# ---- dmem_arbiter ----
dmem_arbiter/cell_classes.png
Bar = 50 µm. Fill, decap, tap and diode cells in gray.
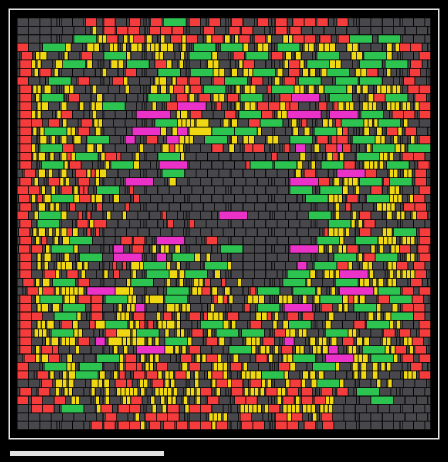

File: config.mk
export PLATFORM = sky130hd
export DESIGN_NAME = dmem_arbiter
export DESIGN_NICKNAME = d
export VERILOG_FILES = /design/src/rtl/dmem_arbiter.sv
export SDC_FILE = /design/constraint.sdc
export NUM_CORES = 1
export LEC_CHECK = 0
export ABC_AREA = 1
export CAP_MARGIN = 20
export CORE_MARGIN = 2
export CORE_UTILIZATION = 33
export CTS_BUF_LIST = sky130_fd_sc_hd__clkbuf_16
export DETAILED_ROUTE_END_ITERATION = 10
export GPL_TIMING_DRIVEN = 0
export PLACE_DENSITY = 0.68
export SYNTH_ARGS = -nofsm -noshare
export SYNTH_HDL_FRONTEND = slang
export SYNTH_SLANG_ARGS = --single-unit
File: constraint.sdc
create_clock -name clk -period 3.55 [get_ports clk]
set_input_delay 0.71 -clock clk [delete_from_list [all_inputs] [get_ports clk]]
set_output_delay 0.71 -clock clk [all_outputs]
set_load 0.01 [all_outputs]
File: src/rtl/dmem_arbiter.sv
// Two-port arbiter/sequencer in front of the single-port data memory: IDLE -> ISSUE -> RESP.
// Define DMEM_ARB_RR_EN for round-robin tie breaking; otherwise port 0 always wins ties.

module dmem_arb_port #(
  parameter int DATA_WIDTH = 32
) (
  input  logic                  clk,
  input  logic                  rst,
  input  logic                  sel,
  input  logic                  capture,
  input  logic                  resp,
  input  logic                  rd_ok,
  input  logic                  err_in,
  input  logic [DATA_WIDTH-1:0] mem_rd_data,
  output logic                  ack,
  output logic                  err,
  output logic [DATA_WIDTH-1:0] rdata
);
  // rdata holds until this port's next completion; writes and errors zero it.
  always_ff @(posedge clk) begin
    if (rst)                 rdata <= '0;
    else if (capture && sel) rdata <= rd_ok ? mem_rd_data : '0;
  end

  assign ack = resp & sel;
  assign err = resp & sel & err_in;
endmodule

module dmem_arbiter #(
  parameter int                    DATA_WIDTH = 32,
  parameter int                    ADDR_WIDTH = 32,
  parameter logic [ADDR_WIDTH-1:0] MEM_BASE   = 32'h0200_0000,
  parameter logic [ADDR_WIDTH-1:0] MEM_TOP    = 32'h0200_1FFF
) (
  input  logic                  clk,
  input  logic                  rst,
  input  logic                  m0_req,
  input  logic                  m0_we,
  input  logic [ADDR_WIDTH-1:0] m0_addr,
  input  logic [DATA_WIDTH-1:0] m0_wdata,
  output logic                  m0_ack,
  output logic                  m0_err,
  output logic [DATA_WIDTH-1:0] m0_rdata,
  input  logic                  m1_req,
  input  logic                  m1_we,
  input  logic [ADDR_WIDTH-1:0] m1_addr,
  input  logic [DATA_WIDTH-1:0] m1_wdata,
  output logic                  m1_ack,
  output logic                  m1_err,
  output logic [DATA_WIDTH-1:0] m1_rdata,
  output logic                  mem_wr_en,
  output logic [ADDR_WIDTH-1:0] mem_addr,
  output logic [DATA_WIDTH-1:0] mem_wr_data,
  input  logic [DATA_WIDTH-1:0] mem_rd_data,
  output logic                  busy,
  output logic                  grant_id
);
  typedef enum logic [1:0] {IDLE, ISSUE, RESP} state_t;
  typedef struct packed {
    logic                  we;
    logic [ADDR_WIDTH-1:0] addr;
    logic [DATA_WIDTH-1:0] wdata;
  } req_t;

  state_t                      state, state_nxt;
  logic   [1:0]                req;
  req_t   [1:0]                req_in;
  req_t                        req_sel, cur;
  logic                        cur_err, sel_err, win, gnt;
  logic                        issue_cyc, resp_cyc;
  logic   [1:0]                ack_v, err_v;
  logic   [1:0][DATA_WIDTH-1:0] rdata_v;

  assign req       = {m1_req, m0_req};
  assign req_in[0] = {m0_we, m0_addr, m0_wdata};
  assign req_in[1] = {m1_we, m1_addr, m1_wdata};

`ifdef DMEM_ARB_RR_EN
  logic rr_last;
  // Ties go to the port that did not win last; a lone requester always wins.
  always_comb win = (&req) ? ~rr_last : req[1];
`else
  always_comb win = ~req[0];
`endif

  assign req_sel = req_in[win];
  assign sel_err = (req_sel.addr < MEM_BASE) | (req_sel.addr > MEM_TOP) | (|req_sel.addr[1:0]);

  always_ff @(posedge clk) begin
    if (rst) state <= IDLE;
    else     state <= state_nxt;
  end

  always_comb begin
    state_nxt = state;
    case (state)
      IDLE:    if (|req) state_nxt = ISSUE;
      ISSUE:   state_nxt = RESP;
      RESP:    state_nxt = IDLE;
      default: state_nxt = IDLE;
    endcase
  end

  always_ff @(posedge clk) begin
    if (rst) begin
      cur     <= '0;
      cur_err <= 1'b0;
      gnt     <= 1'b0;
`ifdef DMEM_ARB_RR_EN
      rr_last <= 1'b1;
`endif
    end else if (state == IDLE && |req) begin
      cur     <= req_sel;
      cur_err <= sel_err;
      gnt     <= win;
`ifdef DMEM_ARB_RR_EN
      rr_last <= win;
`endif
    end
  end

  // Memory bus is driven only in ISSUE; rst kills a write landing on that cycle.
  always_comb begin
    busy        = (state != IDLE);
    mem_wr_en   = 1'b0;
    mem_addr    = '0;
    mem_wr_data = '0;
    issue_cyc   = (state == ISSUE) & ~rst;
    resp_cyc    = (state == RESP)  & ~rst;
    if (state == ISSUE) begin
      mem_addr    = cur.addr;
      mem_wr_data = cur.wdata;
      mem_wr_en   = cur.we & ~cur_err & ~rst;
    end
  end

  for (genvar i = 0; i < 2; i++) begin : g_port
    dmem_arb_port #(.DATA_WIDTH(DATA_WIDTH)) u_port (
      .clk         (clk),
      .rst         (rst),
      .sel         (gnt == 1'(i)),
      .capture     (issue_cyc),
      .resp        (resp_cyc),
      .rd_ok       (~cur.we & ~cur_err),
      .err_in      (cur_err),
      .mem_rd_data (mem_rd_data),
      .ack         (ack_v[i]),
      .err         (err_v[i]),
      .rdata       (rdata_v[i])
    );
  end

  assign grant_id = gnt;
  assign m0_ack   = ack_v[0];
  assign m1_ack   = ack_v[1];
  assign m0_err   = err_v[0];
  assign m1_err   = err_v[1];
  assign m0_rdata = rdata_v[0];
  assign m1_rdata = rdata_v[1];
endmodule
# ---- spi_avalon_debug_regs ----
## config.mk

```make
export PLATFORM = sky130hd
export DESIGN_NAME = spi_avalon_debug_regs
export DESIGN_NICKNAME = d
export VERILOG_FILES = /design/src/rtl/spi_avalon_debug_regs.sv
export SDC_FILE = /design/constraint.sdc
export NUM_CORES = 1
export LEC_CHECK = 0
export CORE_ASPECT_RATIO = 2
export CORE_MARGIN = 3
export CORE_UTILIZATION = 36
export CTS_CLUSTER_SIZE = 25
export DETAILED_ROUTE_END_ITERATION = 8
export SYNTH_ARGS = -nofsm -noshare
export SYNTH_HDL_FRONTEND = slang
export SYNTH_SLANG_ARGS = --single-unit
```

## constraint.sdc

```tcl
create_clock -name clock -period 8.85 [get_ports clock]
set_input_delay 1.3275 -clock clock [delete_from_list [all_inputs] [get_ports clock]]
set_output_delay 1.3275 -clock clock [all_outputs]
set_load 0.02 [all_outputs]
```

## src/rtl/spi_avalon_debug_regs.sv

```systemverilog
`timescale 1ns/1ps
`default_nettype none
// ============================================================================
// Module   : spi_avalon_debug_regs
// Purpose  : Avalon-MM debug register bank for the SPI controller. Exposes the
//            live data block size, a saturating rising-edge counter on the
//            argument-read-finished strobe, a capture FIFO of block sizes, a
//            control/status register and a scratch register, behind a
//            programmable wait-state handshake.
// Ports    : clock / reset            - clock, synchronous active-high reset
//            io_Avalon_*              - Avalon-MM slave (word addressed)
//            io_DataBlockSize         - current SPI data block size
//            io_ArgumentReadFinished  - level strobe, counted on rising edges
// Revision : 1.0 - initial release
// ============================================================================
module spi_avalon_debug_regs #(
  parameter int DATA_WIDTH  = 64,
  parameter int ADDR_WIDTH  = 3,
  parameter int DEPTH       = 8,
  parameter int WAIT_STATES = 1
) (
  input  logic                  clock,
  input  logic                  reset,
  input  logic [ADDR_WIDTH-1:0] io_Avalon_address,
  input  logic                  io_Avalon_read,
  output logic [DATA_WIDTH-1:0] io_Avalon_readdata,
  input  logic                  io_Avalon_write,
  input  logic [DATA_WIDTH-1:0] io_Avalon_writedata,
  output logic                  io_Avalon_waitrequest,
  input  logic [31:0]           io_DataBlockSize,
  input  logic                  io_ArgumentReadFinished
);

  localparam int                    c_ptr_w    = (DEPTH > 1) ? $clog2(DEPTH) : 1;
  localparam logic [c_ptr_w-1:0]    c_ptr_last = c_ptr_w'(DEPTH - 1);
  localparam logic [7:0]            c_depth8   = 8'(DEPTH);
  localparam logic [15:0]           c_depth16  = 16'(DEPTH);
  localparam logic [31:0]           c_id       = 32'h5350_4442;
  localparam logic [ADDR_WIDTH-1:0] c_a_id     = ADDR_WIDTH'(0);
  localparam logic [ADDR_WIDTH-1:0] c_a_size   = ADDR_WIDTH'(1);
  localparam logic [ADDR_WIDTH-1:0] c_a_events = ADDR_WIDTH'(2);
  localparam logic [ADDR_WIDTH-1:0] c_a_ctrl   = ADDR_WIDTH'(3);
  localparam logic [ADDR_WIDTH-1:0] c_a_pop    = ADDR_WIDTH'(4);
  localparam logic [ADDR_WIDTH-1:0] c_a_scr    = ADDR_WIDTH'(5);

  // State
  logic [3:0]            wait_q,    wait_d;
  logic                  hist_q,    hist_d;
  logic [31:0]           events_q,  events_d;
  logic                  cap_q,     cap_d;
  logic                  ovf_q,     ovf_d;
  logic [DATA_WIDTH-1:0] scratch_q, scratch_d;
  logic [c_ptr_w-1:0]    rd_ptr_q,  rd_ptr_d;
  logic [c_ptr_w-1:0]    wr_ptr_q,  wr_ptr_d;
  logic [7:0]            level_q,   level_d;
  logic [31:0]           mem_q [DEPTH];
  logic [31:0]           mem_d [DEPTH];

  // Handshake / event decode
  logic w_req, w_stall, w_done, w_wr_done, w_rd_done, w_ctrl_wr, w_clear;
  logic w_edge, w_empty, w_full, w_pop, w_push_req, w_push, w_ovf_set;

  assign w_req = io_Avalon_read | io_Avalon_write;

  // A zero-wait configuration never stalls; otherwise stall until the counter
  // has seen WAIT_STATES request cycles.
  if (WAIT_STATES == 0) begin : g_no_wait
    assign w_stall = 1'b0;
  end else begin : g_wait
    assign w_stall = w_req && (wait_q < 4'(WAIT_STATES));
  end

  assign io_Avalon_waitrequest = w_stall;

  always_comb begin
    w_done     = w_req & ~w_stall;
    w_wr_done  = w_done & io_Avalon_write;
    // A simultaneous write wins; the read half of that cycle is discarded.
    w_rd_done  = w_done & io_Avalon_read & ~io_Avalon_write;
    w_ctrl_wr  = w_wr_done && (io_Avalon_address == c_a_ctrl);
    w_clear    = w_ctrl_wr & io_Avalon_writedata[2];
    w_edge     = io_ArgumentReadFinished & ~hist_q;
    w_empty    = (level_q == 8'd0);
    w_full     = (level_q == c_depth8);
    w_pop      = w_rd_done && (io_Avalon_address == c_a_pop) && !w_empty;
    // Clear beats a coincident edge: the sample is neither stored nor counted.
    w_push_req = w_edge & cap_q & ~w_clear;
    // A pop in the same cycle frees the slot, so a full FIFO still accepts.
    w_push     = w_push_req & (~w_full | w_pop);
    w_ovf_set  = w_push_req & w_full & ~w_pop;
  end

  always_comb begin
    wait_d    = (!w_req || w_done) ? 4'd0 : wait_q + 4'd1;
    hist_d    = io_ArgumentReadFinished;

    events_d  = events_q;
    if (w_clear) begin
      events_d = 32'd0;
    end else if (w_edge && (events_q != 32'hFFFF_FFFF)) begin
      events_d = events_q + 32'd1;
    end

    cap_d = cap_q;
    ovf_d = ovf_q;
    if (w_ctrl_wr) begin
      cap_d = io_Avalon_writedata[0];
      if (io_Avalon_writedata[1] | io_Avalon_writedata[2]) begin
        ovf_d = 1'b0;
      end
    end
    // A dropped sample in the same cycle as a clear-overflow write is kept.
    if (w_ovf_set) begin
      ovf_d = 1'b1;
    end

    scratch_d = scratch_q;
    if (w_wr_done && (io_Avalon_address == c_a_scr)) begin
      scratch_d = io_Avalon_writedata;
    end

    rd_ptr_d = rd_ptr_q;
    wr_ptr_d = wr_ptr_q;
    level_d  = level_q;
    mem_d    = mem_q;
    if (w_clear) begin
      rd_ptr_d = '0;
      wr_ptr_d = '0;
      level_d  = 8'd0;
    end else begin
      if (w_pop) begin
        rd_ptr_d = (rd_ptr_q == c_ptr_last) ? '0 : rd_ptr_q + c_ptr_w'(1);
      end
      if (w_push) begin
        mem_d[wr_ptr_q] = io_DataBlockSize;
        wr_ptr_d = (wr_ptr_q == c_ptr_last) ? '0 : wr_ptr_q + c_ptr_w'(1);
      end
      level_d = level_q + 8'(w_push) - 8'(w_pop);
    end
  end

  always_ff @(posedge clock) begin
    if (reset) begin
      wait_q    <= 4'd0;
      hist_q    <= 1'b0;
      events_q  <= 32'd0;
      cap_q     <= 1'b1;
      ovf_q     <= 1'b0;
      scratch_q <= '0;
      rd_ptr_q  <= '0;
      wr_ptr_q  <= '0;
      level_q   <= 8'd0;
    end else begin
      wait_q    <= wait_d;
      hist_q    <= hist_d;
      events_q  <= events_d;
      cap_q     <= cap_d;
      ovf_q     <= ovf_d;
      scratch_q <= scratch_d;
      rd_ptr_q  <= rd_ptr_d;
      wr_ptr_q  <= wr_ptr_d;
      level_q   <= level_d;
    end
  end

  // Storage needs no reset: entries are only visible below the level count.
  always_ff @(posedge clock) begin
    mem_q <= mem_d;
  end

  always_comb begin
    io_Avalon_readdata = '0;
    if (io_Avalon_read && !io_Avalon_write) begin
      case (io_Avalon_address)
        c_a_id:     io_Avalon_readdata = DATA_WIDTH'(c_id);
        c_a_size:   io_Avalon_readdata = DATA_WIDTH'(io_DataBlockSize);
        c_a_events: io_Avalon_readdata = DATA_WIDTH'(events_q);
        c_a_ctrl:   io_Avalon_readdata = DATA_WIDTH'({c_depth16, level_q, 6'b0, ovf_q, cap_q});
        c_a_pop:    io_Avalon_readdata = w_empty ? '0 : DATA_WIDTH'(mem_q[rd_ptr_q]);
        c_a_scr:    io_Avalon_readdata = scratch_q;
        default:    io_Avalon_readdata = '0;
      endcase
    end
  end

endmodule
`default_nettype wire
```

# ---- mem_cmd_issuer ----
## src/rtl/mem_if_pkg.sv

```systemverilog
// Shared types and header layout for the memory-interface command port,
// used by both the host-side issuer and the receiver.
package mem_if_pkg;

    typedef enum logic [2:0] {
        IDLE     = 3'd0,
        REQ      = 3'd1,
        HDR      = 3'd2,
        DATA     = 3'd3,
        ACK_WAIT = 3'd4
    } state_t;

    localparam logic [1:0] DEST_FSM    = 2'b00;
    localparam logic [1:0] DEST_QSPI   = 2'b01;
    localparam logic [1:0] DEST_STATUS = 2'b10;

    localparam int HDR_BYTES = 5;

    localparam int RW_BIT   = 7;
    localparam int DEST_MSB = 6;
    localparam int DEST_LSB = 5;
    localparam int LEN8_BIT = 0;

    // Header byte idx of a command, most significant field first
    function automatic logic [7:0] hdr_byte(input logic [2:0]  idx,
                                            input logic        rw,
                                            input logic [1:0]  dest,
                                            input logic [8:0]  len,
                                            input logic [23:0] addr);
        logic [7:0] b0;
        b0                    = 8'h00;
        b0[RW_BIT]            = rw;
        b0[DEST_MSB:DEST_LSB] = dest;
        b0[LEN8_BIT]          = len[8];
        case (idx)
            3'd0:    hdr_byte = b0;
            3'd1:    hdr_byte = len[7:0];
            3'd2:    hdr_byte = addr[23:16];
            3'd3:    hdr_byte = addr[15:8];
            3'd4:    hdr_byte = addr[7:0];
            default: hdr_byte = 8'h00;
        endcase
    endfunction

endpackage

```

## src/rtl/mem_if_timeout.sv

```systemverilog
// Loadable up-counter whose expired flag is high while the count equals limit.
module mem_if_timeout #(
    parameter int WIDTH = 16
) (
    input  logic             clk,
    input  logic             rst_n,
    input  logic             load,
    input  logic [WIDTH-1:0] load_value,
    input  logic             enable,
    input  logic [WIDTH-1:0] limit,
    output logic             expired
);

    logic [WIDTH-1:0] count_r;

    // Load takes priority over counting
    always_ff @(posedge clk) begin
        if (!rst_n) begin
            count_r <= {WIDTH{1'b0}};
        end else if (load) begin
            count_r <= load_value;
        end else if (enable) begin
            count_r <= count_r + WIDTH'(1);
        end
    end

    assign expired = (count_r == limit);

endmodule

```

## src/rtl/mem_cmd_issuer.sv

```systemverilog
// Host-side command issuer: serializes a parallel command onto the 8-bit
// valid/ready command bus, streams write payload, then waits for its ack.
module mem_cmd_issuer
    import mem_if_pkg::*;
#(
    parameter logic [1:0] ACK_ID         = 2'd1,
    parameter int         TIMEOUT_CYCLES = 1024
) (
    input  logic        clk,
    input  logic        rst_n,
    input  logic        cmd_valid,
    output logic        cmd_ready,
    input  logic        cmd_rw,
    input  logic [1:0]  cmd_dest,
    input  logic [8:0]  cmd_len,
    input  logic [23:0] cmd_addr,
    input  logic        wr_valid,
    output logic        wr_ready,
    input  logic [7:0]  wr_data,
    output logic        bus_req,
    input  logic        bus_grant,
    output logic        drive_bus,
    output logic        bus_valid,
    input  logic        bus_ready,
    output logic [7:0]  bus_data,
    input  logic        ack_valid,
    input  logic [1:0]  ack_id,
    output logic        busy,
    output logic        done,
    output logic        err_timeout
);

    localparam logic [15:0] TMO_LIMIT = 16'(TIMEOUT_CYCLES - 1);
    localparam logic [2:0]  LAST_IDX  = 3'(HDR_BYTES - 1);

    state_t      state_r;
    logic        rw_r;
    logic [1:0]  dest_r;
    logic [8:0]  len_r;
    logic [23:0] addr_r;
    logic [2:0]  hdr_idx_r;
    logic [8:0]  data_cnt_r;
    logic        cmd_ready_r;
    logic        bus_req_r;
    logic        drive_bus_r;
    logic        hdr_valid_r;
    logic [7:0]  hdr_data_r;
    logic        in_data_r;
    logic        busy_r;
    logic        done_r;
    logic        err_timeout_r;

    logic        tmo_expired_s;
    logic        ack_match_s;

    mem_if_timeout #(.WIDTH(16)) u_timeout (
        .clk        (clk),
        .rst_n      (rst_n),
        .load       (state_r != ACK_WAIT),
        .load_value (16'd0),
        .enable     (state_r == ACK_WAIT),
        .limit      (TMO_LIMIT),
        .expired    (tmo_expired_s)
    );

    assign ack_match_s = ack_valid && (ack_id == ACK_ID);

    // Command sequencer; a matching ack wins over a simultaneous timeout
    always_ff @(posedge clk) begin
        if (!rst_n) begin
            state_r       <= IDLE;
            rw_r          <= 1'b0;
            dest_r        <= 2'b00;
            len_r         <= 9'd0;
            addr_r        <= 24'd0;
            hdr_idx_r     <= 3'd0;
            data_cnt_r    <= 9'd0;
            cmd_ready_r   <= 1'b1;
            bus_req_r     <= 1'b0;
            drive_bus_r   <= 1'b0;
            hdr_valid_r   <= 1'b0;
            hdr_data_r    <= 8'h00;
            in_data_r     <= 1'b0;
            busy_r        <= 1'b0;
            done_r        <= 1'b0;
            err_timeout_r <= 1'b0;
        end else begin
            done_r        <= 1'b0;
            err_timeout_r <= 1'b0;
            case (state_r)
                IDLE: begin
                    if (cmd_valid && cmd_ready_r) begin
                        rw_r        <= cmd_rw;
                        dest_r      <= cmd_dest;
                        len_r       <= cmd_len;
                        addr_r      <= cmd_addr;
                        cmd_ready_r <= 1'b0;
                        bus_req_r   <= 1'b1;
                        busy_r      <= 1'b1;
                        state_r     <= REQ;
                    end
                end
                REQ: begin
                    if (bus_grant) begin
                        drive_bus_r <= 1'b1;
                        hdr_valid_r <= 1'b1;
                        hdr_idx_r   <= 3'd0;
                        hdr_data_r  <= hdr_byte(3'd0, rw_r, dest_r, len_r, addr_r);
                        state_r     <= HDR;
                    end
                end
                HDR: begin
                    if (hdr_valid_r && bus_ready) begin
                        if (hdr_idx_r == LAST_IDX) begin
                            hdr_valid_r <= 1'b0;
                            hdr_data_r  <= 8'h00;
                            hdr_idx_r   <= 3'd0;
                            if (rw_r && (len_r != 9'd0)) begin
                                data_cnt_r <= len_r;
                                in_data_r  <= 1'b1;
                                state_r    <= DATA;
                            end else begin
                                bus_req_r   <= 1'b0;
                                drive_bus_r <= 1'b0;
                                state_r     <= ACK_WAIT;
                            end
                        end else begin
                            hdr_idx_r  <= hdr_idx_r + 3'd1;
                            hdr_data_r <= hdr_byte(hdr_idx_r + 3'd1, rw_r, dest_r, len_r, addr_r);
                        end
                    end
                end
                DATA: begin
                    if (wr_valid && bus_ready) begin
                        data_cnt_r <= data_cnt_r - 9'd1;
                        if (data_cnt_r == 9'd1) begin
                            in_data_r   <= 1'b0;
                            bus_req_r   <= 1'b0;
                            drive_bus_r <= 1'b0;
                            state_r     <= ACK_WAIT;
                        end
                    end
                end
                ACK_WAIT: begin
                    if (ack_match_s) begin
                        done_r      <= 1'b1;
                        cmd_ready_r <= 1'b1;
                        busy_r      <= 1'b0;
                        state_r     <= IDLE;
                    end else if (tmo_expired_s) begin
                        err_timeout_r <= 1'b1;
                        cmd_ready_r   <= 1'b1;
                        busy_r        <= 1'b0;
                        state_r       <= IDLE;
                    end
                end
                default: begin
                    state_r <= IDLE;
                end
            endcase
        end
    end

    // Payload is forwarded with zero latency; header bytes come from registers
    always_comb begin
        if (in_data_r) begin
            bus_valid = wr_valid;
            wr_ready  = bus_ready;
            bus_data  = wr_data;
        end else begin
            bus_valid = hdr_valid_r;
            wr_ready  = 1'b0;
            bus_data  = hdr_data_r;
        end
    end

    assign cmd_ready   = cmd_ready_r;
    assign bus_req     = bus_req_r;
    assign drive_bus   = drive_bus_r;
    assign busy        = busy_r;
    assign done        = done_r;
    assign err_timeout = err_timeout_r;

endmodule

```

## config.mk

```make
export PLATFORM = sky130hd
export DESIGN_NAME = mem_cmd_issuer
export DESIGN_NICKNAME = d
export VERILOG_FILES = /design/src/rtl/mem_if_pkg.sv /design/src/rtl/mem_if_timeout.sv /design/src/rtl/mem_cmd_issuer.sv
export SDC_FILE = /design/constraint.sdc
export NUM_CORES = 1
export LEC_CHECK = 0
export CAP_MARGIN = 20
export CORE_AREA = 3 3 95 97
export DETAILED_ROUTE_END_ITERATION = 6
export DIE_AREA = 0 0 98 100
export HOLD_SLACK_MARGIN = 0.1
export PLACE_DENSITY = 0.84
export SLEW_MARGIN = 20
export SYNTH_ARGS = -nofsm -noshare
export SYNTH_HDL_FRONTEND = slang
export SYNTH_SLANG_ARGS = --single-unit
```

## constraint.sdc

```tcl
create_clock -name clk -period 2.2 [get_ports clk]
set_input_delay 0.44 -clock clk [delete_from_list [all_inputs] [get_ports clk]]
set_output_delay 0.44 -clock clk [all_outputs]
set_load 0.01 [all_outputs]
```

# ---- lsu_ctrl ----
`src/rtl/lsu_pkg.sv`:
```
// Shared definitions for the load/store unit controller: funct3 codes,
// FSM state encoding, default timeout and the request legality check.
package lsu_pkg;

  localparam int TIMEOUT_DEF = 15;

  localparam logic [2:0] F3_B  = 3'b000;
  localparam logic [2:0] F3_H  = 3'b001;
  localparam logic [2:0] F3_W  = 3'b010;
  localparam logic [2:0] F3_BU = 3'b100;
  localparam logic [2:0] F3_HU = 3'b101;

  typedef enum logic [1:0] {
    ST_IDLE  = 2'b00,
    ST_ISSUE = 2'b01,
    ST_WAIT  = 2'b10,
    ST_RESP  = 2'b11
  } lsu_state_e;

  // Returns 1 when a request must be rejected without touching memory:
  // misaligned halfword/word, unknown load width, or store width other than B/H/W.
  function automatic logic req_bad(input logic we, input logic [2:0] funct3,
                                   input logic [1:0] off);
    logic bad;
    bad = 1'b0;
    case (funct3)
      F3_B:    bad = 1'b0;
      F3_BU:   bad = we;
      F3_H:    bad = off[0];
      F3_HU:   bad = we | off[0];
      F3_W:    bad = (off != 2'b00);
      default: bad = 1'b1;
    endcase
    return bad;
  endfunction

endpackage

```
`src/rtl/lsu_align.sv`:
```
// Combinational lane steering: byte enables and replicated store data for
// the outgoing request, and lane selection plus sign/zero extension of load data.
module lsu_align
  import lsu_pkg::*;
(
  input  logic [2:0]  funct3,
  input  logic [1:0]  offset,
  input  logic [31:0] wdata,
  input  logic [31:0] rword,
  output logic [3:0]  be,
  output logic [31:0] wdata_rep,
  output logic [31:0] rdata_ext
);

  logic [7:0]  lane_b;
  logic [15:0] lane_h;

  // Pick the addressed byte and halfword out of the loaded word.
  always_comb begin
    lane_b = 8'h00;
    lane_h = 16'h0000;
    case (offset)
      2'b00:   lane_b = rword[7:0];
      2'b01:   lane_b = rword[15:8];
      2'b10:   lane_b = rword[23:16];
      2'b11:   lane_b = rword[31:24];
      default: lane_b = 8'h00;
    endcase
    if (offset[1]) begin
      lane_h = rword[31:16];
    end else begin
      lane_h = rword[15:0];
    end
  end

  // Width-dependent enables, store replication and load extension.
  always_comb begin
    be        = 4'b0000;
    wdata_rep = 32'h0000_0000;
    rdata_ext = 32'h0000_0000;
    case (funct3)
      F3_B: begin
        be        = 4'b0001 << offset;
        wdata_rep = {4{wdata[7:0]}};
        rdata_ext = {{24{lane_b[7]}}, lane_b};
      end
      F3_BU: begin
        be        = 4'b0001 << offset;
        wdata_rep = {4{wdata[7:0]}};
        rdata_ext = {24'h000000, lane_b};
      end
      F3_H: begin
        be        = offset[1] ? 4'b1100 : 4'b0011;
        wdata_rep = {2{wdata[15:0]}};
        rdata_ext = {{16{lane_h[15]}}, lane_h};
      end
      F3_HU: begin
        be        = offset[1] ? 4'b1100 : 4'b0011;
        wdata_rep = {2{wdata[15:0]}};
        rdata_ext = {16'h0000, lane_h};
      end
      F3_W: begin
        be        = 4'b1111;
        wdata_rep = wdata;
        rdata_ext = rword;
      end
      default: begin
        be        = 4'b0000;
        wdata_rep = 32'h0000_0000;
        rdata_ext = 32'h0000_0000;
      end
    endcase
  end

endmodule

```
`src/rtl/lsu_ctrl.sv`:
```
// Single-outstanding load/store controller between an RV32I core and a
// req/gnt/rvalid memory port. All outputs are registered in the FSM block.
module lsu_ctrl
  import lsu_pkg::*;
#(
  parameter int TIMEOUT = TIMEOUT_DEF
) (
  input  logic        clk,
  input  logic        rst_n,
  input  logic        req_valid,
  output logic        req_ready,
  input  logic        req_we,
  input  logic [2:0]  req_funct3,
  input  logic [31:0] req_addr,
  input  logic [31:0] req_wdata,
  output logic        resp_valid,
  output logic [31:0] resp_rdata,
  output logic        resp_err,
  output logic        mem_req,
  output logic        mem_we,
  output logic [31:0] mem_addr,
  output logic [3:0]  mem_be,
  output logic [31:0] mem_wd,
  input  logic        mem_gnt,
  input  logic        mem_rvalid,
  input  logic [31:0] mem_rd
);

  localparam int CW = (TIMEOUT < 2) ? 1 : $clog2(TIMEOUT + 1);
  localparam logic [CW-1:0] TO_V = CW'(TIMEOUT);

  lsu_state_e    state;
  logic          we_r;
  logic [2:0]    funct3_r;
  logic [1:0]    off_r;
  logic [CW-1:0] cnt;

  logic [2:0]    al_funct3;
  logic [1:0]    al_off;
  logic [31:0]   al_wdata;
  logic [3:0]    al_be;
  logic [31:0]   al_wd;
  logic [31:0]   al_rdata;
  logic          hs;
  logic          bad;

  // The aligner sees the live request while idle, the captured fields otherwise.
  always_comb begin
    al_funct3 = funct3_r;
    al_off    = off_r;
    al_wdata  = 32'h0000_0000;
    if (state == ST_IDLE) begin
      al_funct3 = req_funct3;
      al_off    = req_addr[1:0];
      al_wdata  = req_wdata;
    end else begin
      al_funct3 = funct3_r;
      al_off    = off_r;
      al_wdata  = 32'h0000_0000;
    end
  end

  assign hs  = req_valid & req_ready;
  assign bad = req_bad(req_we, req_funct3, req_addr[1:0]);

  lsu_align u_align (
    .funct3    (al_funct3),
    .offset    (al_off),
    .wdata     (al_wdata),
    .rword     (mem_rd),
    .be        (al_be),
    .wdata_rep (al_wd),
    .rdata_ext (al_rdata)
  );

  // Main FSM: accepts a request, drives the memory port, waits for data,
  // enforces the ISSUE+WAIT cycle budget and emits the one-cycle response.
  always_ff @(posedge clk or negedge rst_n) begin
    if (!rst_n) begin
      state      <= ST_IDLE;
      req_ready  <= 1'b1;
      resp_valid <= 1'b0;
      resp_rdata <= 32'h0000_0000;
      resp_err   <= 1'b0;
      mem_req    <= 1'b0;
      mem_we     <= 1'b0;
      mem_addr   <= 32'h0000_0000;
      mem_be     <= 4'b0000;
      mem_wd     <= 32'h0000_0000;
      cnt        <= '0;
      we_r       <= 1'b0;
      funct3_r   <= 3'b000;
      off_r      <= 2'b00;
    end else begin
      case (state)
        ST_IDLE: begin
          if (hs) begin
            req_ready <= 1'b0;
            we_r      <= req_we;
            funct3_r  <= req_funct3;
            off_r     <= req_addr[1:0];
            if (bad) begin
              state      <= ST_RESP;
              resp_valid <= 1'b1;
              resp_err   <= 1'b1;
              resp_rdata <= 32'h0000_0000;
            end else begin
              state    <= ST_ISSUE;
              mem_req  <= 1'b1;
              mem_we   <= req_we;
              mem_addr <= {req_addr[31:2], 2'b00};
              mem_be   <= al_be;
              mem_wd   <= req_we ? al_wd : 32'h0000_0000;
              cnt      <= CW'(1);
            end
          end else begin
            req_ready <= 1'b1;
          end
        end
        ST_ISSUE: begin
          // A grant that finishes a store wins over the budget; a load grant
          // on the last budget cycle still aborts since data cannot arrive in time.
          if (mem_gnt && we_r) begin
            state      <= ST_RESP;
            resp_valid <= 1'b1;
            resp_err   <= 1'b0;
            resp_rdata <= 32'h0000_0000;
            mem_req    <= 1'b0;
            mem_we     <= 1'b0;
            mem_be     <= 4'b0000;
            mem_wd     <= 32'h0000_0000;
            cnt        <= '0;
          end else if (cnt == TO_V) begin
            state      <= ST_RESP;
            resp_valid <= 1'b1;
            resp_err   <= 1'b1;
            resp_rdata <= 32'h0000_0000;
            mem_req    <= 1'b0;
            mem_we     <= 1'b0;
            mem_be     <= 4'b0000;
            mem_wd     <= 32'h0000_0000;
            cnt        <= '0;
          end else if (mem_gnt) begin
            state   <= ST_WAIT;
            mem_req <= 1'b0;
            mem_we  <= 1'b0;
            mem_be  <= 4'b0000;
            mem_wd  <= 32'h0000_0000;
            cnt     <= cnt + CW'(1);
          end else begin
            cnt <= cnt + CW'(1);
          end
        end
        ST_WAIT: begin
          if (mem_rvalid) begin
            state      <= ST_RESP;
            resp_valid <= 1'b1;
            resp_err   <= 1'b0;
            resp_rdata <= al_rdata;
            cnt        <= '0;
          end else if (cnt == TO_V) begin
            state      <= ST_RESP;
            resp_valid <= 1'b1;
            resp_err   <= 1'b1;
            resp_rdata <= 32'h0000_0000;
            cnt        <= '0;
          end else begin
            cnt <= cnt + CW'(1);
          end
        end
        ST_RESP: begin
          state      <= ST_IDLE;
          req_ready  <= 1'b1;
          resp_valid <= 1'b0;
          resp_err   <= 1'b0;
          resp_rdata <= 32'h0000_0000;
          cnt        <= '0;
        end
        default: begin
          state      <= ST_IDLE;
          req_ready  <= 1'b1;
          resp_valid <= 1'b0;
          resp_err   <= 1'b0;
          resp_rdata <= 32'h0000_0000;
          mem_req    <= 1'b0;
          mem_we     <= 1'b0;
          mem_be     <= 4'b0000;
          mem_wd     <= 32'h0000_0000;
          cnt        <= '0;
        end
      endcase
    end
  end

endmodule

```
`config.mk`:
```
export PLATFORM = sky130hd
export DESIGN_NAME = lsu_ctrl
export DESIGN_NICKNAME = d
export VERILOG_FILES = /design/src/rtl/lsu_pkg.sv /design/src/rtl/lsu_align.sv /design/src/rtl/lsu_ctrl.sv
export SDC_FILE = /design/constraint.sdc
export NUM_CORES = 1
export LEC_CHECK = 0
export CORE_AREA = 4 4 124 126
export DETAILED_ROUTE_END_ITERATION = 7
export DIE_AREA = 0 0 128 130
export GPL_TIMING_DRIVEN = 1
export PLACE_DENSITY = 0.76
export SLEW_MARGIN = 40
export SYNTH_ARGS = -nofsm -noshare
export SYNTH_HDL_FRONTEND = slang
export SYNTH_SLANG_ARGS = --single-unit
export TNS_END_PERCENT = 100
```
`constraint.sdc`:
```
create_clock -name clk -period 2.3 [get_ports clk]
set_input_delay 0.575 -clock clk [delete_from_list [all_inputs] [get_ports clk]]
set_output_delay 0.575 -clock clk [all_outputs]
set_load 0.03 [all_outputs]
```

==> gallery <==
Cells colored by class.
(a)
Bar = 50 µm. Fill, decap, tap and diode cells in gray.
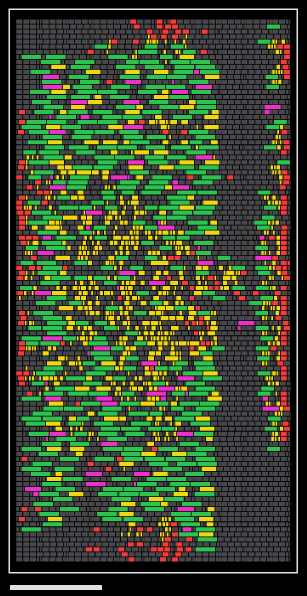
(b)
Bar = 20 µm. Fill, decap, tap and diode cells in gray.
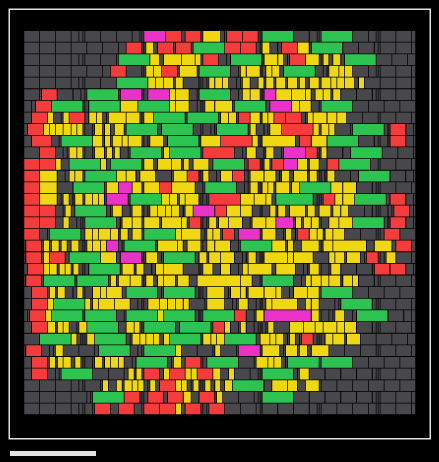
(c)
Bar = 50 µm. Fill, decap, tap and diode cells in gray.
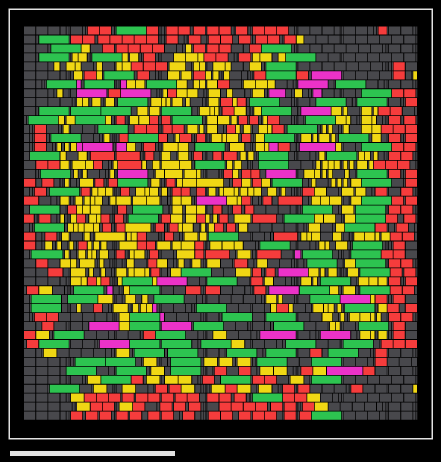
- lowest utilization: (a)
- largest die: (a)
- (c) = lsu_ctrl
- (a) = spi_avalon_debug_regs
- (b) = mem_cmd_issuer

spi_avalon_debug_regs/met4.png
Bar = 50 µm.
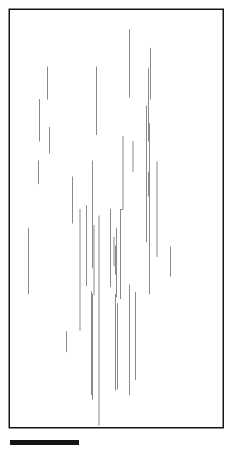
wire length on this layer: 1860 µm
main direction: vertical
share of all routed wire: 4.2%
routed wire length: 44800 µm
Vias: 10600

spi_avalon_debug_regs/metal_stack.png
Bar = 50 µm.
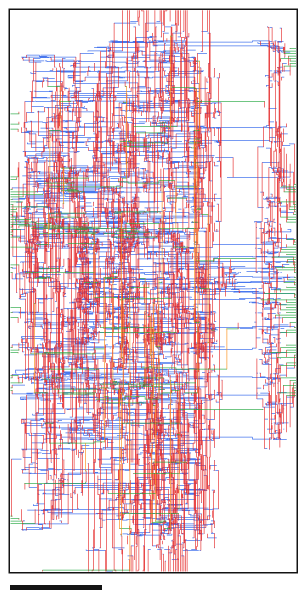
| color | layer | wire length |
|---|---|---|
| red | met2 | 23.8 mm |
| green | met3 | 2300 µm |
| orange | met4 | 1860 µm |
| blue | met1 | 16800 µm |
DR WL/cell: 23.1 µm
Total Routing Usage GR: 18.7%

==> flow_summary.json, spi_avalon_debug_regs <==
{
  "outcome": "finished, final reports clean",
  "combPwrFrac_pct": 10.5,
  "power_frac_clock_pct": 40.7,
  "r2r_slack_ns": 5.02,
  "drt-initial-drc-count": 936,
  "relSlewSlack_pct": 26.2,
  "rr_endpoint": "level_q[7]$_SDFF_PP0_",
  "core_area_um2": 43600,
  "ant_nets": 0,
  "grt-ovfl-total": 0,
  "use_met2_pct": 34.0,
  "cp.depth": 7,
  "syn-mean-instance-area_um2": 13.3,
  "fin_crit_sh_pct": 66.0,
  "hold_violations": 0,
  "diodes": 0,
  "critPathLaunchType": "primary input",
  "top_power_group": "registers",
  "max_cap_viol_count": 0,
  "firstDrtPassIters": 5,
  "critPathMaxStageDelay_ns": 0.98,
  "rsz0062_at_grt": "false",
  "finalPower_mw": 3.98,
  "finish.utilization_pct": 44.8,
  "drcViolationCount": 0,
  "htreeDepth": 2,
  "die_h_um": 304,
  "viasPerCell": 5.47,
  "fmax_ghz": 0.171,
  "crit_path_end_kind": "primary output"
}
-- spi_avalon_debug_regs: worst min-delay path: stages (launching register included) --
cell and delay [ns]:
dfxtp_1 0.30, nand2_1 0.05, a21oi_1 0.05
-- spi_avalon_debug_regs: sequential cells by signal, indices dropped and copies added, names as in the netlist --
signal,count
ovf_q,1
mem_q,256
hist_q,1
scratch_q,64
rd_ptr_q,3
level_q,8
wr_ptr_q,3
events_q,32
cap_q,1
wait_q,4
-- spi_avalon_debug_regs: kinds of logic after synthesis --
logic type                 synth area share, %
buffers and inverters                     2.67
AOI/OAI and AO/OA                         7.91
muxes                                     13.4
DFF                                       62.7
and+or+nand+nor                           10.9
adders and majority gates                 1.53
other                                   0.0234
xor gates and xnor gates                 0.821
-- spi_avalon_debug_regs: layout make-up --
type	count	area [µm²]	share of cell area (%)
timing repair buffer	191	1840	9.44
inverter	32	120	0.615
sequential	373	10000	51.4
clock inverter	21	256	1.31
clock buffer	45	986	5.05
multi-input combinational	723	5600	28.7
tap	550	688	3.52
-- spi_avalon_debug_regs: per-layer routing --
metal / part of all wire, % / up-vias
met4: 4.2 / 0
met3: 5.1 / 83
met5: 0 / -
li1: - / 4861
met1: 37 / 5279
met2: 53 / 360
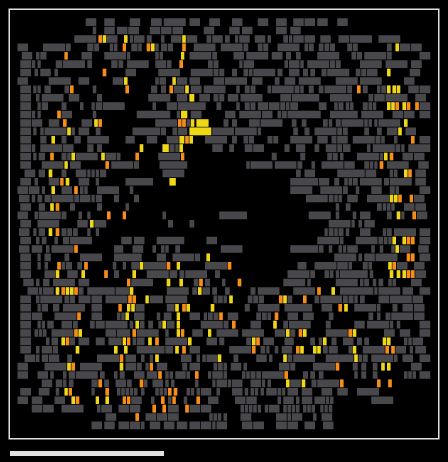
dmem_arbiter/gate_families.png
Bar = 50 µm.
| color | family | cells | most used | where |
|---|---|---|---|---|
| orange | inverters | 107 | inv_1 | spread over the die |
| yellow | NOR gates | 118 | nor2_1 | spread over the die |
Commonest Layout Cell: clkdlybuf4s50_1
multi-input gate share of total cell area: 26.3%

About dmem_arbiter/cell_classes.png:
| color | class | cells |
|---|---|---|
| magenta | clock drivers and dummy loads | 32 |
| green | flops | 133 |
| yellow | all other logic | 692 |
| red | other buffers and delay cells | 362 |
fin util: 55.3%
# rows: 49
Core Region: 17800 µm²
sequential share of cell area: 27.0%
cell area after layout: 9870 µm²

==> flow_summary.json, dmem_arbiter <==
{
  "power_frac_clock_pct": 42.6,
  "finalPower_mw": 4.37,
  "place_congestion": 0.824,
  "holdWs_ns": 0.454,
  "worstPathRequired_ns": 2.84,
  "outcome": "finished, final reports clean",
  "aoi_share_pct": 20.0,
  "seqPwrFrac_pct": 38.1,
  "rr_worst_depth": 6,
  "grt-ovfl-total": 0,
  "wl_per_cell_um": 15.2,
  "setup_slack_ns": 0.175,
  "firstDrtPassIters": 6,
  "syn_to_final_growth_pct": 65.2,
  "swShare_pct": 27.9,
  "fmax_ghz": 0.296,
  "cts_tree": "done",
  "ys.flops": 133,
  "max_cap_viol_count": 0,
  "fin_cells": 1448,
  "synth.cell_area_um2": 5980,
  "nWellTaps": 229,
  "synthCells": 888,
  "critical_path.max_fanout": 10
}
==> dmem_arbiter: critical path: cells and delay by family <==
kind	cells	cell delay, ns
buffers and inverters	4	1.60
AND/OR/NAND/NOR	2	0.35
==> dmem_arbiter: worst max path at each step <==
stage / endpoint / cells past startpoint / startpoint / slack, ns
6_report: m1_err / 6 / rst / 0.18
5_1_grt: m1_err / 6 / rst / 0.003
4_1_cts: m1_err / 6 / rst / 0.12
3_5_place_dp: m1_err / 6 / rst / 0.19
3_3_place_gp: m0_err / 6 / rst / 0.18
2_1_floorplan: m0_err / 4 / rst / 1.50
==> dmem_arbiter: kinds of logic after synthesis <==
| family | count (synthesis) |
|---|---|
| AND-OR/OR-AND | 221 |
| flip-flops | 133 |
| AND/OR/NAND/NOR | 364 |
| buffers and inverters | 170 |
==> dmem_arbiter: layer usage <==
metal,vias to the layer above,GRT usage (%),share of wire [%]
met5,-,0,0
met4,0,7.47,2.0
met3,30,7.56,7.9
met2,232,38.4,49
met1,2986,27.3,42
li1,3437,-,-
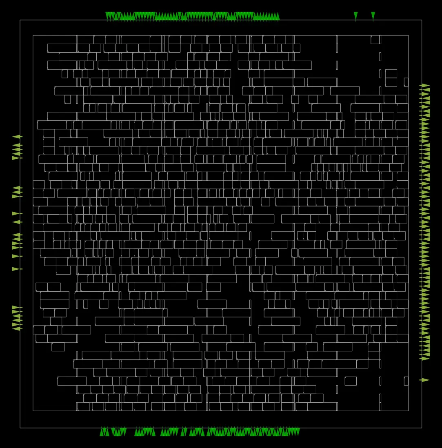
lsu_ctrl/final_placement.png
Core Region: 14300 µm²
sequential share of cell area: 31.3%
n_taps: 184

lsu_ctrl/metal_stack.png
Bar = 50 µm.
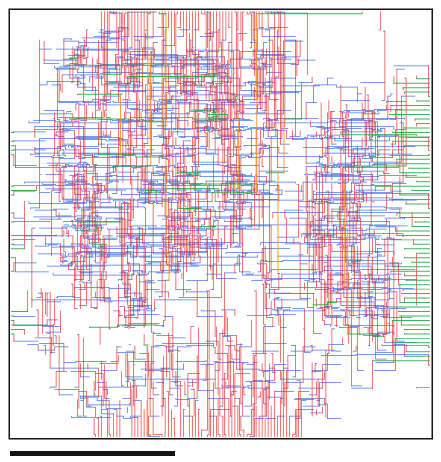
| color | layer | wire length |
|---|---|---|
| red | met2 | 9160 µm |
| green | met3 | 1050 µm |
| blue | met1 | 7720 µm |
| orange | met4 | 428 µm |
Total Routing Usage GR: 21.7%
DR WL/cell: 18.5 µm
routed wire length: 18400 µm
Vias: 5451

==> flow_summary.json, lsu_ctrl <==
{
  "bufAreaShareNonClock_pct": 29.9,
  "ant_nets": 0,
  "cts_setup_buffers": 0,
  "drive_above_1_share_pct": 22.6,
  "finish.utilization_pct": 64.2,
  "max_slew.worst_pin.slew_ns": 0.588,
  "diodes": 0,
  "htreeDepth": 4,
  "logic_area_um2": 2710,
  "postSynth.asyncResetShare_pct": 100,
  "xor_share_pct": 0.153,
  "fillers": 1171,
  "setup_violations": 0,
  "viasPerCell": 5.49,
  "ys_cells": 532,
  "cts-root-buf": "clkbuf_16",
  "initial_core_util_pct": 40.0,
  "syn_to_final_growth_pct": 60.3,
  "drcViolationCount": 0,
  "ys_top_cells_by_area": "dfrtp_1 50%, mux2_2 7.3%, a22oi_1 3.9%, nand2_1 3.4%, mux2i_1 3.1%",
  "insertion_delay_ns": 0.40,
  "leakage_nw": 4.05,
  "grt_antenna_before_repair": 0,
  "wl_met2_um": 9160,
  "grt-ovfl-total": 0,
  "m1WireLength_um": 7720,
  "path_cells": "clkdlybuf4s50_1",
  "synth.cell_area_um2": 5730,
  "outcome": "finished, final reports clean",
  "portBuffers": 207,
  "critPathMaxStageDelay_ns": 0.67,
  "yosysUniqueCellTypes": 62,
  "critPathSlowestCell": "clkdlybuf4s50_1",
  "chipArea_um2": 16600,
  "final-clk-cell-share_pct": 6.36,
  "rows": 44
}
==> lsu_ctrl: state kept, by name (all words and copies together), names as in the netlist <==
signal / cells
mem_addr: 30
mem_we: 1
cnt: 4
resp_valid: 1
mem_wd: 32
resp_rdata: 32
mem_be: 4
mem_req: 1
we_r: 1
resp_err: 1
state: 2
req_ready: 1
funct3_r: 3
off_r: 2
==> lsu_ctrl: final timing paths <==
check / from / endpoint / slack (ns) / cells past startpoint
min: rst_n / mem_wd[25]$_DFFE_PN0P_ / 0.14 / 1
max in group asynchronous: rst_n / resp_rdata[13]$_DFFE_PN0P_ / 1.53 / 2
min reg2reg: mem_be[3]$_DFFE_PN0P_ / mem_be[3]$_DFFE_PN0P_ / 0.47 / 2
max: req_ready$_DFFE_PN1P_ / req_ready / 0.11 / 1
min in group clk: mem_be[3]$_DFFE_PN0P_ / mem_be[3]$_DFFE_PN0P_ / 0.47 / 2
max reg2reg: state[0]$_DFFE_PN0P_ / resp_rdata[0]$_DFFE_PN0P_ / 0.15 / 9
==> lsu_ctrl: logic make-up after synthesis <==
group / Yosys count
compound gates: 182
simple gates: 126
flops: 115
mux: 57
buf+inv: 45
fa+ha+maj: 5
other cells: 1
xor+xnor: 1
mem_cmd_issuer/final_placement.png
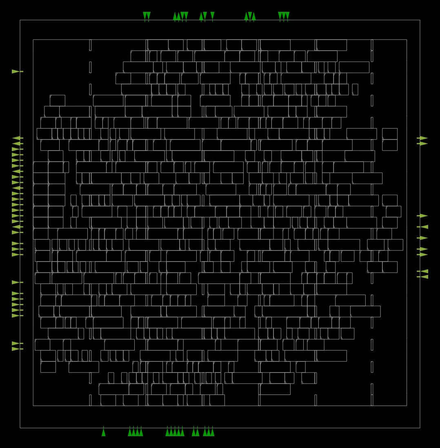
# fillers: 699
Seq Cell Count: 83
Core Region: 8220 µm²
Final Non-Filler Cells: 679

mem_cmd_issuer/gate_families.png
Bar = 20 µm.
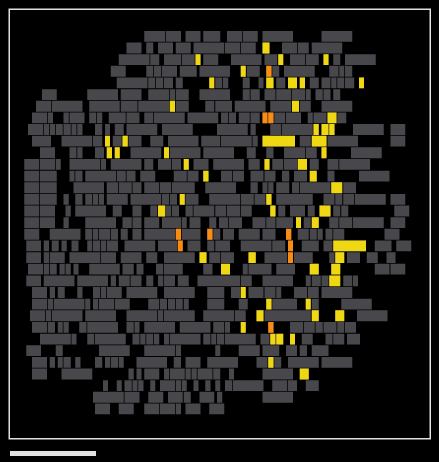
| color | family | cells | most used |
|---|---|---|---|
| yellow | NOR gates | 57 | nor2_1 |
| orange | inverters | 10 | inv_1 |
Commonest Layout Cell: nand2_1
multi-input gate share of total cell area: 43.7%

==> flow_summary.json, mem_cmd_issuer <==
{
  "yosys.area_share.simple_pct": 23.9,
  "initial_core_util_pct": 49.7,
  "grtUsageMet3_pct": 3.96,
  "r2r_slack_ns": 0.14,
  "seq_share_pct": 31.8,
  "cts-root-buf": "clkbuf_8",
  "critPathLaunchType": "flop",
  "crit_path_end_kind": "primary output",
  "ios": 69,
  "rows": 33,
  "grtUsageMet1_pct": 29.4,
  "use_met2_pct": 37.5,
  "yosys.area.top_type": "dfxtp_1",
  "rsz0062_at_grt": "false",
  "fin_area_um2": 5250,
  "drive_above_1_share_pct": 11.7,
  "synthAdderAreaFrac_pct": 2.45,
  "tool_warnings": 31,
  "relSlewSlack_pct": 57.7,
  "outcome": "finished, final reports clean",
  "logic_area_um2": 2290,
  "diodes": 0,
  "vias": 4029,
  "grt_max_degree": 56,
  "num-multi-input-gates": 374,
  "wl_met2_um": 5230,
  "drt-initial-drc-count": 258,
  "grt-ovfl-total": 0,
  "path_class": "flop to primary output"
}
[mem_cmd_issuer: worst paths after layout]
path / startpoint / depth (start not counted) / end
max: in_data_r$_SDFFE_PN0P_ / 3 / bus_data[2]
min: addr_r[2]$_SDFFE_PN0P_ / 2 / addr_r[2]$_SDFFE_PN0P_
max reg2reg: state_r[0]$_SDFFE_PN0P_ / 4 / u_timeout.count_r[15]$_SDFFE_PN0N_
min reg2reg: addr_r[2]$_SDFFE_PN0P_ / 2 / addr_r[2]$_SDFFE_PN0P_
[mem_cmd_issuer: metrics by stage]
stage	util (%)	cells	hold WS [ns]	worst slack (ns)
final	63.8	679	0.462	0.0579
after global routing	63.8	679	0.486	0.0116
after CTS	63.6	679	0.464	0.0169
after detailed placement	61.0	663	0.447	0.00672
after global placement	61.0	663	0.429	0.0816
after floorplan	-	496	0.418	0.329
[mem_cmd_issuer: report_power, final]
part           total [mW]  leakage (nW)  internal [mW]  switching, mW
Clock                1.17         0.101          0.567          0.598
Combinational        1.31          1.06          0.609          0.706
Sequential           1.86         0.675           1.68          0.179
[mem_cmd_issuer: worst max-delay path: stages (launching register included)]
cell and delay [ns]:
dfxtp_4 0.39, buf_12 0.13, mux2_2 0.33, clkdlybuf4s50_1 0.49


## Gallery

The metal 4 layer.
picture 1
Bar = 20 µm.
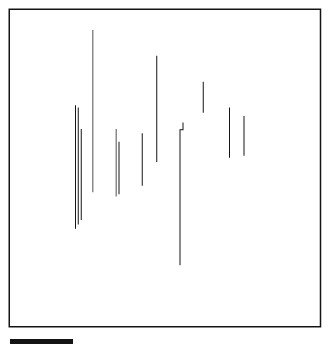
picture 2
Bar = 50 µm.
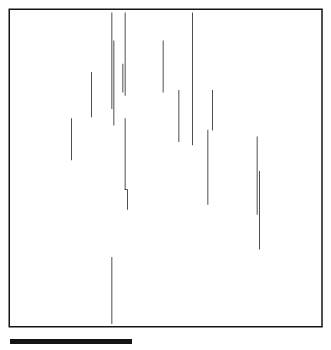
The one with the largest die is picture 2.
picture 1: mem_cmd_issuer
picture 2: lsu_ctrl

Key to picture 1:
share of all routed wire: 2.9%
nets with wire on the layer: 10

Power is estimated from default activity; no workload was simulated.
